# carry_look_ahead

--- config.mk ---
export PLATFORM = sky130hd
export DESIGN_NAME = carry_look_ahead
export DESIGN_NICKNAME = d
export VERILOG_FILES = /design/src/rtl/cla_pkg.sv /design/src/rtl/cla4_group.sv /design/src/rtl/carry_look_ahead.sv
export SDC_FILE = /design/constraint.sdc
export NUM_CORES = 1
export LEC_CHECK = 0
export ABC_AREA = 1
export CORE_AREA = 2 2 39 41
export CTS_BUF_LIST = sky130_fd_sc_hd__clkbuf_4 sky130_fd_sc_hd__clkbuf_8
export CTS_CLUSTER_SIZE = 25
export DETAILED_ROUTE_END_ITERATION = 10
export DIE_AREA = 0 0 41 43
export GPL_TIMING_DRIVEN = 0
export PLACE_DENSITY_LB_ADDON = 0.05
export SLEW_MARGIN = 30
export SYNTH_ARGS = -nofsm -noshare
export SYNTH_HDL_FRONTEND = slang
export SYNTH_SLANG_ARGS = --single-unit
export TNS_END_PERCENT = 50
--- constraint.sdc ---
create_clock -name clk -period 0.8 [get_ports clk]
set_input_delay 0.16 -clock clk [delete_from_list [all_inputs] [get_ports clk]]
set_output_delay 0.16 -clock clk [all_outputs]
set_load 0.01 [all_outputs]
--- src/rtl/cla_pkg.sv ---
// Shared constants and width validation for the carry-lookahead adder.
package cla_pkg;

    localparam int CLA_GROUP_W    = 4;
    localparam int CLA_MAX_GROUPS = 4;

    function automatic bit cla_width_ok(input int width);
        return (width > 0) && (width % CLA_GROUP_W == 0) &&
               (width <= CLA_GROUP_W * CLA_MAX_GROUPS);
    endfunction

endpackage

--- src/rtl/cla4_group.sv ---
// Combinational 4-bit lookahead group: flat sum-of-products carries plus group P/G.
module cla4_group
    import cla_pkg::*;
(
    input  logic [3:0] a,
    input  logic [3:0] b,
    input  logic       ci,
    output logic [3:0] s,
    output logic       co,
    output logic       gp,
    output logic       gg
);

    logic [3:0] g;
    logic [3:0] p;
    logic [3:0] c;

    assign g = a & b;
    assign p = a ^ b;

    // Each carry is written out in full so no carry depends on a lower one.
    assign c[0] = ci;
    assign c[1] = g[0] | (p[0] & ci);
    assign c[2] = g[1] | (p[1] & g[0]) | (p[1] & p[0] & ci);
    assign c[3] = g[2] | (p[2] & g[1]) | (p[2] & p[1] & g[0]) | (p[2] & p[1] & p[0] & ci);

    assign gp = &p;
    assign gg = g[3] | (p[3] & g[2]) | (p[3] & p[2] & g[1]) | (p[3] & p[2] & p[1] & g[0]);
    assign co = gg | (gp & ci);

    assign s = p ^ c;

endmodule

--- src/rtl/carry_look_ahead.sv ---
// Registered two-level carry-lookahead adder: 4-bit groups, second-level group carries,
// one-cycle latency with a valid qualifier.
module carry_look_ahead
    import cla_pkg::*;
#(
    parameter int WIDTH = 4
) (
    input  logic             clk,
    input  logic             rst_n,
    input  logic             in_valid,
    input  logic [WIDTH-1:0] a,
    input  logic [WIDTH-1:0] b,
    input  logic             cin,
    output logic [WIDTH-1:0] sum,
    output logic             cout,
    output logic             out_valid
);

    localparam int NG = WIDTH / CLA_GROUP_W;

    if (!cla_width_ok(WIDTH)) begin : g_bad_width
        $error("carry_look_ahead: WIDTH must be a multiple of 4 and at most 16");
    end

    logic [NG-1:0]    grp_p;
    logic [NG-1:0]    grp_g;
    logic [NG-1:0]    grp_c;
    logic [NG-1:0]    grp_co;
    logic [WIDTH-1:0] sum_next;

    // Second level: each group carry-in is an OR of products of group G/P and cin,
    // so every group sees its carry after the same two-level depth.
    always_comb begin
        logic prod;
        logic acc;
        // NOTE: every variable gets a value before any branch or loop, so no latch is inferred.
        grp_c    = '0;
        prod     = 1'b0;
        acc      = 1'b0;
        grp_c[0] = cin;
        for (int k = 1; k < NG; k++) begin
            acc = 1'b0;
            for (int j = 0; j < k; j++) begin
                prod = grp_g[j];
                for (int m = j + 1; m < k; m++) begin
                    prod = prod & grp_p[m];
                end
                acc = acc | prod;
            end
            prod = cin;
            for (int m = 0; m < k; m++) begin
                prod = prod & grp_p[m];
            end
            grp_c[k] = acc | prod;
        end
    end

    for (genvar i = 0; i < NG; i++) begin : g_grp
        cla4_group u_grp (
            .a  (a[i*CLA_GROUP_W +: CLA_GROUP_W]),
            .b  (b[i*CLA_GROUP_W +: CLA_GROUP_W]),
            .ci (grp_c[i]),
            .s  (sum_next[i*CLA_GROUP_W +: CLA_GROUP_W]),
            .co (grp_co[i]),
            .gp (grp_p[i]),
            .gg (grp_g[i])
        );
    end

    // NOTE: state registers use non-blocking assignments so all flops update together at the edge.
    always_ff @(posedge clk or negedge rst_n) begin
        if (!rst_n) begin
            sum       <= '0;
            cout      <= 1'b0;
            out_valid <= 1'b0;
        end else begin
            out_valid <= in_valid;
            if (in_valid) begin
                sum  <= sum_next;
                cout <= grp_co[NG-1];
            end
        end
    end

endmodule

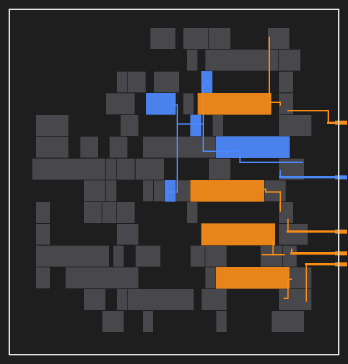
Fig. 1. Wires at chosen ports, followed through buffers (carry_look_ahead).
Scale: 8 px per um.
orange -> sum  # direction output, edge right, end cells 4, buffers 4, wire 50.9 um
blue -> in_valid  # direction input, edge right, end cells 5, buffers 1, wire 47.1 um
count of input and output buffers: 17
Top Ports: 18

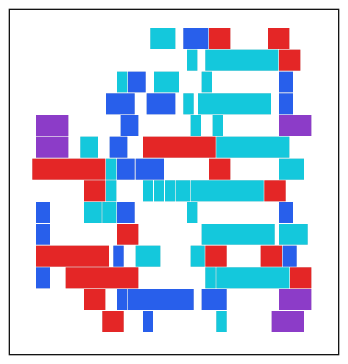
Fig. 2. Cells by drive strength (carry_look_ahead).
Scale: 8 px per um.
red -> x3 and x4  # cells 16
purple -> x6 and larger  # cells 5
blue -> x2  # cells 21
cyan -> x1 and smaller  # cells 30

==> run_summary.xml <==
<?xml version="1.0" encoding="UTF-8"?>
<metrics>
  <group name="routing">
    <metric name="drcViolationCount" unit="">0</metric>
    <metric name="route.top_layer_used" unit="">met4</metric>
    <metric name="met2WireLength" unit="um">413</metric>
    <metric name="vias" unit="">382</metric>
    <metric name="detailedRoute.firstPassIterationCount" unit="">4</metric>
    <metric name="wl_met1" unit="um">306</metric>
  </group>
  <group name="hold_path">
    <metric name="type_of_the_tightest_min_delay_check" unit="">in2async</metric>
  </group>
  <group name="timing">
    <metric name="final.min_clock_period" unit="ps">900</metric>
    <metric name="hold_viol_final" unit="">0</metric>
    <metric name="finalSetupViolCount" unit="">9</metric>
    <metric name="fmaxAchievable" unit="GHz">1.11</metric>
    <metric name="final.setup.worst_slack" unit="ps">-99.9</metric>
    <metric name="finalMaxSlewViolations" unit="">0</metric>
  </group>
  <group name="setup_path">
    <metric name="arrival" unit="ps">740</metric>
    <metric name="cp.buffers_inverters" unit="">1</metric>
    <metric name="r2r_path_end" unit="">sum[1]$_DFFE_PN0P_</metric>
    <metric name="setup.worst_path.start_class" unit="">flip-flop</metric>
    <metric name="path_max_fanout" unit="">2</metric>
  </group>
  <group name="layout">
    <metric name="largest_reg_flops" unit="">4</metric>
    <metric name="n_sequential_cell" unit="">6</metric>
    <metric name="seqAreaFraction" unit="">0.218</metric>
    <metric name="comb_area" unit="um2">279</metric>
    <metric name="clockBufferCount" unit="">3</metric>
    <metric name="fill_cells" unit="">153</metric>
    <metric name="area_delta_synth_final" unit="%">85.5</metric>
    <metric name="lay_top_cells" unit="">buf_4, nand2_1, buf_2</metric>
    <metric name="antenna_cells_inserted" unit="">0</metric>
    <metric name="logic_gates" unit="">32</metric>
    <metric name="largest_register" unit="">sum</metric>
    <metric name="reg_top3" unit="">sum x4, cout x1, out_valid x1</metric>
    <metric name="dominant_cells" unit="">combinational gates</metric>
    <metric name="final_stage_net_count" unit="">91</metric>
  </group>
  <group name="clock_network">
    <metric name="clk_ins_delay_skew_pair" unit="ps">240</metric>
    <metric name="bufs_on_longest_clock_path" unit="">2</metric>
    <metric name="clockRootBuffer" unit="">clkbuf_4</metric>
  </group>
  <group name="synthesis">
    <metric name="cell_count_listed_in_synth_stat_txt" unit="">44</metric>
    <metric name="top_logic_family" unit="">simple AND/OR/NAND/NOR gates</metric>
    <metric name="yosysTopAreaCellShare" unit="">0.404</metric>
    <metric name="post_synth_mux_area_share" unit="">0</metric>
    <metric name="ys_async_sr_fraction" unit="">1.00</metric>
    <metric name="synth_cells" unit="">44</metric>
    <metric name="yosysUniqueCellTypes" unit="">14</metric>
    <metric name="postSynthSeqShare" unit="">0.404</metric>
  </group>
  <group name="flow_run">
    <metric name="max_cap_viol_count" unit="">0</metric>
  </group>
  <group name="outcome">
    <metric name="status" unit="">finished, violations left</metric>
    <metric name="violated_checks" unit="">setup timing</metric>
  </group>
  <group name="global_route">
    <metric name="globalRoute.totalOverflow" unit="">0</metric>
    <metric name="via_count_of_the_first_global_routing_pass" unit="">354</metric>
    <metric name="met3_usage" unit="">0</metric>
    <metric name="wire_length_of_the_first_global_routing_pass" unit="um">1310</metric>
  </group>
  <group name="power">
    <metric name="pint" unit="mW">0.752</metric>
    <metric name="pg_seq" unit="mW">0.365</metric>
  </group>
  <group name="die">
    <metric name="initial_core_util" unit="">0.269</metric>
  </group>
</metrics>

# pipelined_carry_select_adder

Fig. 3: pipelined_carry_select_adder, cells by drive strength
Scale: 3 px per um.
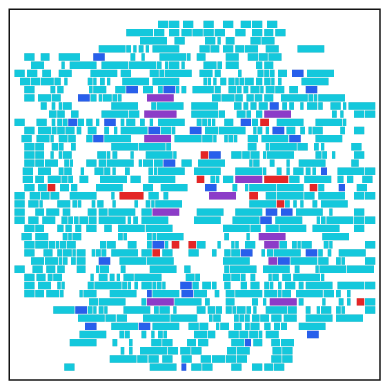
File: src/rtl/pipelined_carry_select_adder.sv
// Two-stage pipelined carry-select adder/subtractor with a valid/ready handshake.
// Stage 1 precomputes per-block sums for carry-in 0 and 1; stage 2 ripples the block selects.
module pipelined_carry_select_adder #(
    parameter int unsigned WIDTH = 32,
    parameter int unsigned BLOCK = 8
) (
    input  logic             clk,
    input  logic             rst_n,
    input  logic             in_valid,
    output logic             in_ready,
    input  logic [WIDTH-1:0] A,
    input  logic [WIDTH-1:0] B,
    input  logic             Cin,
    input  logic             sub,
    output logic             out_valid,
    input  logic             out_ready,
    output logic [WIDTH-1:0] Sum,
    output logic             Cout,
    output logic             Ovf
);

    localparam int unsigned NBLK = WIDTH / BLOCK;
    localparam int unsigned MSB  = WIDTH - 1;

    generate
        if ((WIDTH % BLOCK) != 0 || WIDTH < BLOCK) begin : g_param_check
            $error("pipelined_carry_select_adder: WIDTH must be a non-zero multiple of BLOCK");
        end
    endgenerate

    // Stage 1 state
    logic                        st1_valid_q, st1_valid_d;
    logic [NBLK-1:0][BLOCK-1:0]  blk_sum0_q, blk_sum0_d;
    logic [NBLK-1:0][BLOCK-1:0]  blk_sum1_q, blk_sum1_d;
    logic [NBLK-1:0]             blk_cy0_q, blk_cy0_d;
    logic [NBLK-1:0]             blk_cy1_q, blk_cy1_d;
    logic                        cin_q, cin_d;
    logic                        a_msb_q, a_msb_d;
    logic                        bx_msb_q, bx_msb_d;

    // Output stage state
    logic                        out_valid_q, out_valid_d;
    logic [WIDTH-1:0]            sum_q, sum_d;
    logic                        cout_q, cout_d;
    logic                        ovf_q, ovf_d;

    logic                        out_load;
    logic                        st1_adv;
    logic                        accept;
    logic [WIDTH-1:0]            bx;
    logic [WIDTH-1:0]            sel_sum;
    logic                        ripple_c;

    assign out_load = !out_valid_q || out_ready;
    assign st1_adv  = !st1_valid_q || out_load;
    assign accept   = in_valid && st1_adv;
    assign in_ready = st1_adv;

    // Stage 1: invert B for subtract and precompute both carry-in cases per block
    always_comb begin
        bx          = sub ? ~B : B;
        st1_valid_d = st1_valid_q;
        blk_sum0_d  = blk_sum0_q;
        blk_sum1_d  = blk_sum1_q;
        blk_cy0_d   = blk_cy0_q;
        blk_cy1_d   = blk_cy1_q;
        cin_d       = cin_q;
        a_msb_d     = a_msb_q;
        bx_msb_d    = bx_msb_q;
        if (st1_adv) begin
            st1_valid_d = in_valid;
        end
        if (accept) begin
            cin_d    = sub | Cin;
            a_msb_d  = A[MSB];
            bx_msb_d = bx[MSB];
            for (int k = 0; k < int'(NBLK); k++) begin
                {blk_cy0_d[k], blk_sum0_d[k]} = {1'b0, A[k*BLOCK +: BLOCK]}
                                              + {1'b0, bx[k*BLOCK +: BLOCK]};
                {blk_cy1_d[k], blk_sum1_d[k]} = {1'b0, A[k*BLOCK +: BLOCK]}
                                              + {1'b0, bx[k*BLOCK +: BLOCK]}
                                              + (BLOCK+1)'(1);
            end
        end
    end

    // Stage 2: carry ripples only through the block select muxes
    always_comb begin
        sel_sum  = '0;
        ripple_c = cin_q;
        for (int k = 0; k < int'(NBLK); k++) begin
            sel_sum[k*BLOCK +: BLOCK] = ripple_c ? blk_sum1_q[k] : blk_sum0_q[k];
            ripple_c                  = ripple_c ? blk_cy1_q[k]  : blk_cy0_q[k];
        end
        out_valid_d = out_valid_q;
        sum_d       = sum_q;
        cout_d      = cout_q;
        ovf_d       = ovf_q;
        if (out_load) begin
            out_valid_d = st1_valid_q;
            if (st1_valid_q) begin
                sum_d  = sel_sum;
                cout_d = ripple_c;
                ovf_d  = (a_msb_q == bx_msb_q) && (sel_sum[MSB] != a_msb_q);
            end
        end
    end

    always_ff @(posedge clk or negedge rst_n) begin
        if (!rst_n) begin
            st1_valid_q <= 1'b0;
            blk_sum0_q  <= '0;
            blk_sum1_q  <= '0;
            blk_cy0_q   <= '0;
            blk_cy1_q   <= '0;
            cin_q       <= 1'b0;
            a_msb_q     <= 1'b0;
            bx_msb_q    <= 1'b0;
            out_valid_q <= 1'b0;
            sum_q       <= '0;
            cout_q      <= 1'b0;
            ovf_q       <= 1'b0;
        end else begin
            st1_valid_q <= st1_valid_d;
            blk_sum0_q  <= blk_sum0_d;
            blk_sum1_q  <= blk_sum1_d;
            blk_cy0_q   <= blk_cy0_d;
            blk_cy1_q   <= blk_cy1_d;
            cin_q       <= cin_d;
            a_msb_q     <= a_msb_d;
            bx_msb_q    <= bx_msb_d;
            out_valid_q <= out_valid_d;
            sum_q       <= sum_d;
            cout_q      <= cout_d;
            ovf_q       <= ovf_d;
        end
    end

    assign out_valid = out_valid_q;
    assign Sum       = sum_q;
    assign Cout      = cout_q;
    assign Ovf       = ovf_q;

endmodule

File: config.mk
export PLATFORM = sky130hd
export DESIGN_NAME = pipelined_carry_select_adder
export DESIGN_NICKNAME = d
export VERILOG_FILES = /design/src/rtl/pipelined_carry_select_adder.sv
export SDC_FILE = /design/constraint.sdc
export NUM_CORES = 1
export LEC_CHECK = 0
export ABC_CLOCK_PERIOD_IN_PS = 4860
export CAP_MARGIN = 20
export CORE_MARGIN = 1
export CORE_UTILIZATION = 45
export DETAILED_ROUTE_END_ITERATION = 8
export PLACE_DENSITY_LB_ADDON = 0.3
export SYNTH_ARGS = -nofsm -noshare
export SYNTH_HDL_FRONTEND = slang
export SYNTH_SLANG_ARGS = --single-unit
File: constraint.sdc
create_clock -name clk -period 4.86 [get_ports clk]
set_input_delay 0.729 -clock clk [delete_from_list [all_inputs] [get_ports clk]]
set_output_delay 0.729 -clock clk [all_outputs]
set_load 0.02 [all_outputs]
==> run_summary.xml <==
<?xml version="1.0" encoding="UTF-8"?>
<metrics>
  <group name="routing">
    <metric name="vias_per_cell" unit="">5.39</metric>
    <metric name="vias" unit="">5090</metric>
    <metric name="dr_wl_met3" unit="um">440</metric>
    <metric name="detailedRoute.firstPassIterationCount" unit="">4</metric>
    <metric name="drcViolationCount" unit="">0</metric>
  </group>
  <group name="clock_network">
    <metric name="cts_setup_buffers" unit="">0</metric>
    <metric name="clock_tree_from_tritoncts" unit="">done</metric>
    <metric name="cts_max_level" unit="">3</metric>
  </group>
  <group name="timing">
    <metric name="fraction_of_the_cycle_the_final_worst_path_needs" unit="">0.757</metric>
    <metric name="hold_viol_final" unit="">0</metric>
    <metric name="fmaxAchievable" unit="GHz">0.272</metric>
    <metric name="finalSetupViolCount" unit="">0</metric>
    <metric name="tightest_slew" unit="ps">877</metric>
    <metric name="final.setup.worst_slack" unit="ps">1180</metric>
    <metric name="final_clock_skew" unit="ps">3.76</metric>
  </group>
  <group name="place">
    <metric name="postPlaceCellArea" unit="um2">7810</metric>
    <metric name="placement.io_buffers" unit="">105</metric>
  </group>
  <group name="outcome">
    <metric name="status" unit="">finished clean</metric>
  </group>
  <group name="layout">
    <metric name="final_layout_size_suffix_gt1_frac" unit="">0.0810</metric>
    <metric name="dominant_cells" unit="">combinational gates</metric>
    <metric name="lay_top_cells" unit="">dfrtp_1, clkdlybuf4s50_1, nand2_1</metric>
    <metric name="post_layout_nonfiller_instances" unit="">945</metric>
    <metric name="clockBufferCount" unit="">10</metric>
    <metric name="fill_cells" unit="">1236</metric>
    <metric name="n_sequential_cell" unit="">111</metric>
  </group>
  <group name="synthesis">
    <metric name="synth_cells" unit="">664</metric>
  </group>
  <group name="power">
    <metric name="finalPower" unit="mW">3.57</metric>
    <metric name="maxPowerGroup" unit="">registers</metric>
    <metric name="clock_net_power" unit="mW">0.749</metric>
    <metric name="cellLeakagePower" unit="nW">3.55</metric>
  </group>
  <group name="die">
    <metric name="chipHeight" unit="um">123</metric>
  </group>
  <group name="setup_path">
    <metric name="critPathKind" unit="">in2reg</metric>
    <metric name="arrival" unit="ps">3930</metric>
    <metric name="cpMaxStageDelayCell" unit="">o311ai_0</metric>
    <metric name="cp.buffers_inverters" unit="">1</metric>
    <metric name="crit_end" unit="">blk_cy1_q[3]$_DFFE_PN0P_</metric>
    <metric name="reg2reg_depth" unit="">7</metric>
  </group>
  <group name="global_route">
    <metric name="globalRoute.totalOverflow" unit="">0</metric>
  </group>
</metrics>
About Fig. 3:
cyan -> x1 and smaller  # cells 703
purple -> x6 and larger  # cells 12
red -> x3 and x4  # cells 13
blue -> x2  # cells 37


# fifo_axis_drain_flat

Fig. 4: fifo_axis_drain_flat, cells by drive strength
Scale: 2 px per um.
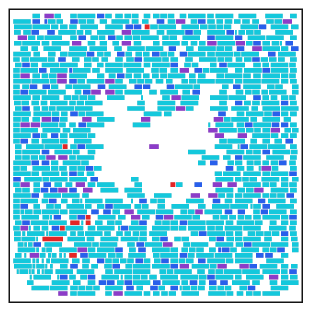
Fig. 5: fifo_axis_drain_flat, wires at chosen ports, followed through buffers
Scale: 2 px per um.
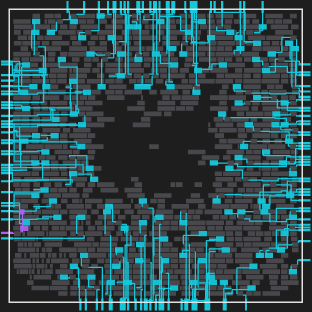
Fig. 6: fifo_axis_drain_flat, placement density heat map
Scale: 2 px per um. The die is cut into 15 by 15 equal tiles; dark blue is low, red is high, 0 to 100% covered.
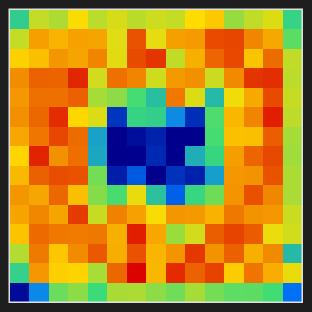
[src/rtl/fifo_axis_drain_if.sv]
// rtl/fifo_axis_drain_if.sv - FIFO read port and outbound beat stream bundle for fifo_axis_drain.
interface fifo_axis_drain_if #(
  parameter int DATA_W = 128
);
  logic              fifo_rd_en;
  logic [DATA_W-1:0] fifo_rd_data;
  logic              fifo_empty;
  logic              m_valid;
  logic              m_ready;
  logic [DATA_W-1:0] m_data;
  logic              m_last;
  logic              flush_burst;

  modport master (
    output fifo_rd_en, m_valid, m_data, m_last,
    input  fifo_rd_data, fifo_empty, m_ready, flush_burst
  );

  modport slave (
    input  fifo_rd_en, m_valid, m_data, m_last,
    output fifo_rd_data, fifo_empty, m_ready, flush_burst
  );
endinterface

[src/rtl/fifo_axis_drain.sv]
// rtl/fifo_axis_drain.sv - FIFO read drain with 2-entry skid buffer and burst framing.
// Optional accepted-beat counter port beat_total under FIFO_DRAIN_BEAT_CNT_EN.
module fifo_axis_drain #(
  parameter int DATA_W    = 128,
  parameter int BURST_LEN = 16,
  parameter int BUF_DEPTH = 2
) (
  input  logic              clk,
  input  logic              rst,
  fifo_axis_drain_if.master bus
`ifdef FIFO_DRAIN_BEAT_CNT_EN
  ,
  output logic [31:0]       beat_total
`endif
);

  localparam int CNT_W = (BURST_LEN > 1) ? $clog2(BURST_LEN) : 1;
  localparam int OCC_W = $clog2(BUF_DEPTH + 1);
  localparam int PTR_W = $clog2(BUF_DEPTH);

  logic [DATA_W-1:0] mem [BUF_DEPTH];
  logic [PTR_W-1:0]  rd_ptr;
  logic [PTR_W-1:0]  wr_ptr;
  logic [OCC_W-1:0]  occ;
  logic              pend;
  logic              flush_pend;
  logic [CNT_W-1:0]  beat_cnt;
  logic              pop;
  logic              last_beat;
  logic [OCC_W:0]    committed;

  // committed counts entries that will be held after this edge, including the read in flight
  always_comb begin
    pop       = 1'b0;
    committed = '0;
    pop       = bus.m_valid && bus.m_ready;
    committed = {1'b0, occ} + {{OCC_W{1'b0}}, pend} - {{OCC_W{1'b0}}, pop};
  end

  assign bus.m_valid    = (occ != '0);
  assign last_beat      = (beat_cnt == CNT_W'(BURST_LEN - 1)) || flush_pend;
  assign bus.m_last     = bus.m_valid && last_beat;
  assign bus.m_data     = mem[rd_ptr];
  assign bus.fifo_rd_en = !rst && !bus.fifo_empty && (committed < (OCC_W + 1)'(BUF_DEPTH));

  always_ff @(posedge clk or posedge rst) begin
    if (rst) begin
      occ        <= '0;
      pend       <= 1'b0;
      rd_ptr     <= '0;
      wr_ptr     <= '0;
      beat_cnt   <= '0;
      flush_pend <= 1'b0;
      for (int i = 0; i < BUF_DEPTH; i++) begin
        mem[i] <= '0;
      end
    end else begin
      pend <= bus.fifo_rd_en;
      if (pend) begin
        mem[wr_ptr] <= bus.fifo_rd_data;
        wr_ptr      <= wr_ptr + 1'b1;
      end
      if (pop) begin
        rd_ptr   <= rd_ptr + 1'b1;
        beat_cnt <= bus.m_last ? '0 : beat_cnt + 1'b1;
      end
      occ <= occ + OCC_W'(pend) - OCC_W'(pop);
      // A non-last pop opens a burst this edge, so a coincident flush still closes it
      if (pop && bus.m_last) begin
        flush_pend <= 1'b0;
      end else if (bus.flush_burst && ((beat_cnt != '0) || pop)) begin
        flush_pend <= 1'b1;
      end
    end
  end

`ifdef FIFO_DRAIN_BEAT_CNT_EN
  always_ff @(posedge clk or posedge rst) begin
    if (rst) begin
      beat_total <= '0;
    end else if (pop) begin
      beat_total <= beat_total + 32'd1;
    end
  end
`endif

endmodule
[src/flat_wrapper.sv]
// flat-port wrapper written by rule: the top's interface ports become plain ports
module fifo_axis_drain_flat 
#(
  parameter int DATA_W    = 128,
  parameter int BURST_LEN = 16,
  parameter int BUF_DEPTH = 2
)
  (clk, rst, bus_fifo_rd_en, bus_m_valid, bus_m_data, bus_m_last, bus_fifo_rd_data, bus_fifo_empty, bus_m_ready, bus_flush_burst);
  fifo_axis_drain_if #(.DATA_W(DATA_W)) bus_i ();
  input  logic clk;
  input  logic rst;
  output wire logic [$bits(bus_i.fifo_rd_en)-1:0] bus_fifo_rd_en;
  output wire logic [$bits(bus_i.m_valid)-1:0] bus_m_valid;
  output wire logic [$bits(bus_i.m_data)-1:0] bus_m_data;
  output wire logic [$bits(bus_i.m_last)-1:0] bus_m_last;
  input wire logic [$bits(bus_i.fifo_rd_data)-1:0] bus_fifo_rd_data;
  input wire logic [$bits(bus_i.fifo_empty)-1:0] bus_fifo_empty;
  input wire logic [$bits(bus_i.m_ready)-1:0] bus_m_ready;
  input wire logic [$bits(bus_i.flush_burst)-1:0] bus_flush_burst;
  assign bus_fifo_rd_en = bus_i.fifo_rd_en;
  assign bus_m_valid = bus_i.m_valid;
  assign bus_m_data = bus_i.m_data;
  assign bus_m_last = bus_i.m_last;
  assign bus_i.fifo_rd_data = bus_fifo_rd_data;
  assign bus_i.fifo_empty = bus_fifo_empty;
  assign bus_i.m_ready = bus_m_ready;
  assign bus_i.flush_burst = bus_flush_burst;
  fifo_axis_drain #(.DATA_W(DATA_W), .BURST_LEN(BURST_LEN), .BUF_DEPTH(BUF_DEPTH)) u_core (.clk(clk), .rst(rst), .bus(bus_i));
endmodule
[config.mk]
export PLATFORM = sky130hd
export DESIGN_NAME = fifo_axis_drain_flat
export DESIGN_NICKNAME = d
export VERILOG_FILES = /design/src/rtl/fifo_axis_drain_if.sv /design/src/rtl/fifo_axis_drain.sv /design/src/flat_wrapper.sv
export SDC_FILE = /design/constraint.sdc
export NUM_CORES = 1
export LEC_CHECK = 0
export CORE_MARGIN = 1
export CORE_UTILIZATION = 56
export CTS_BUF_LIST = sky130_fd_sc_hd__clkbuf_8
export DETAILED_ROUTE_END_ITERATION = 10
export PLACE_DENSITY = 0.95
export SLEW_MARGIN = 20
export SYNTH_ARGS = -nofsm -noshare
export SYNTH_HDL_FRONTEND = slang
export SYNTH_SLANG_ARGS = --single-unit
[constraint.sdc]
create_clock -name clk -period 21.7 [get_ports clk]
set_input_delay 6.51 -clock clk [delete_from_list [all_inputs] [get_ports clk]]
set_output_delay 6.51 -clock clk [all_outputs]
set_load 0.05 [all_outputs]
==> run_summary.xml <==
<?xml version="1.0" encoding="UTF-8"?>
<metrics>
  <group name="routing">
    <metric name="vias" unit="">6921</metric>
    <metric name="post_drt_wl_per_cell" unit="um">19.0</metric>
    <metric name="detailedRoute.firstPassIterationCount" unit="">4</metric>
    <metric name="vias_per_cell" unit="">5.32</metric>
    <metric name="drt_iter0_markers" unit="">168</metric>
    <metric name="wl_met1" unit="um">10000</metric>
    <metric name="drcViolationCount" unit="">0</metric>
  </group>
  <group name="clock_network">
    <metric name="clk_ins_delay_skew_pair" unit="ps">520</metric>
    <metric name="cts_repair_resize_count" unit="">0</metric>
    <metric name="worst_setup_hold_path_clk_slew" unit="ps">60</metric>
    <metric name="bufs_on_longest_clock_path" unit="">3</metric>
    <metric name="clockRootBuffer" unit="">clkbuf_8</metric>
  </group>
  <group name="setup_path">
    <metric name="crit_end" unit="">bus_fifo_rd_en</metric>
    <metric name="critical_path_required" unit="ps">15190</metric>
    <metric name="startpoint" unit="">bus_m_ready</metric>
    <metric name="reg2reg_depth" unit="">3</metric>
    <metric name="cp.buffers_inverters" unit="">2</metric>
    <metric name="cp_slowest_stage_delay" unit="ps">880</metric>
  </group>
  <group name="layout">
    <metric name="antenna_cells_inserted" unit="">1</metric>
    <metric name="finish.instance_area" unit="um2">15100</metric>
    <metric name="final_layout_size_suffix_gt1_frac" unit="">0.206</metric>
    <metric name="nNonClkBuffers" unit="">269</metric>
    <metric name="final_core_util" unit="">0.746</metric>
    <metric name="largest_register" unit="">u_core.mem</metric>
    <metric name="final-nonclk-buf-share" unit="">0.178</metric>
    <metric name="ff_latch_area" unit="um2">6660</metric>
    <metric name="final_stage_net_count" unit="">1139</metric>
    <metric name="post_layout_nonfiller_instances" unit="">1302</metric>
    <metric name="logic_gates" unit="">415</metric>
    <metric name="area_delta_synth_final" unit="%">30.4</metric>
    <metric name="clockNetworkAreaShare" unit="">0.0547</metric>
  </group>
  <group name="timing">
    <metric name="tightest_slew" unit="ps">955</metric>
    <metric name="final.min_clock_period" unit="ps">15930</metric>
    <metric name="maxSlewHeadroom" unit="">0.363</metric>
    <metric name="final_clock_skew" unit="ps">17.1</metric>
    <metric name="final.setup.worst_slack" unit="ps">5770</metric>
    <metric name="fmaxAchievable" unit="GHz">0.0628</metric>
  </group>
  <group name="synthesis">
    <metric name="most_common_cell" unit="">dfrtp_1</metric>
    <metric name="nets_in_the_synthesized_netlist" unit="">867</metric>
    <metric name="yosys.stat.chipArea" unit="um2">11600</metric>
    <metric name="yosysTopAreaCellShare" unit="">0.575</metric>
    <metric name="netlist_top_cells_area" unit="">dfrtp_1, mux2_1, mux2_2</metric>
    <metric name="synthFlopType" unit="">dfrtp_1</metric>
    <metric name="numSynthFlops" unit="">266</metric>
    <metric name="ys_async_sr_fraction" unit="">1.00</metric>
    <metric name="ys_sh_aoi" unit="">0.00681</metric>
    <metric name="yosys.area_share.adder" unit="">0.00497</metric>
    <metric name="top_area_cell" unit="">dfrtp_1</metric>
    <metric name="avgSynthCellArea" unit="um2">15.9</metric>
  </group>
  <group name="global_route">
    <metric name="via_count_of_the_first_global_routing_pass" unit="">7801</metric>
    <metric name="grtUsageMet2" unit="">0.401</metric>
    <metric name="globalRouteTotalUtil" unit="">0.239</metric>
    <metric name="gr-max-usage-layer" unit="">met2</metric>
  </group>
  <group name="outcome">
    <metric name="status" unit="">finished clean</metric>
  </group>
  <group name="place">
    <metric name="placement.io_buffers" unit="">263</metric>
    <metric name="pre_cts_ws" unit="ps">5800</metric>
    <metric name="gp_congestion" unit="">0.752</metric>
  </group>
  <group name="die">
    <metric name="design.portCount" unit="">264</metric>
    <metric name="core_area" unit="um2">20200</metric>
  </group>
  <group name="hold_path">
    <metric name="type_of_the_tightest_min_delay_check" unit="">reg2reg</metric>
  </group>
</metrics>
About Fig. 4:
cyan -> x1 and smaller  # cells 819
blue -> x2  # cells 147
red -> x3 and x4  # cells 9
purple -> x6 and larger  # cells 56

About Fig. 5:
purple -> rst  # direction input, edge left, end cells 2, buffers 1, wire 13.0 um
cyan -> bus_m_data  # direction output, edge 35 right, 32 bottom, 31 top, 30 left, end cells 128, buffers 128, wire 3,620 um

About Fig. 6:
mean over tiles = 69%
fullest tile = 100%
nearly empty tiles = 3.1%
emptiest ninth of the die = middle
tiles over 75% full = 56%



==> layout pictures side by side <==
Placement view.
(a)
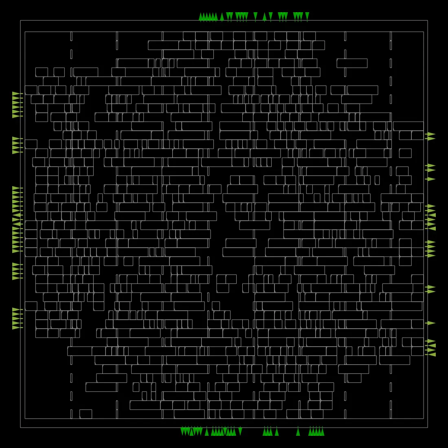
(b)
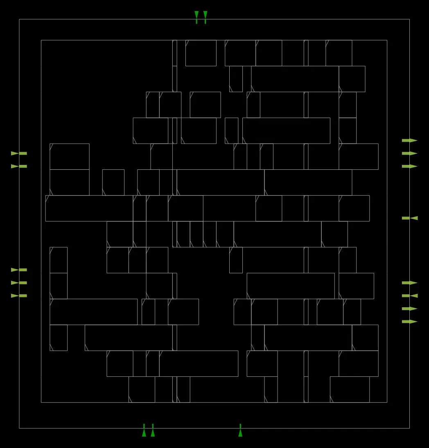
(c)
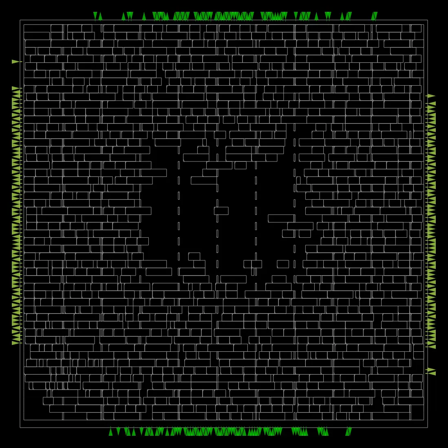
pipelined_carry_select_adder is (a).
fifo_axis_drain_flat is (c).
carry_look_ahead is (b).
The one with the highest utilization is (c).
The one with the fewest cells is (b).

Power is estimated from default activity; no workload was simulated.
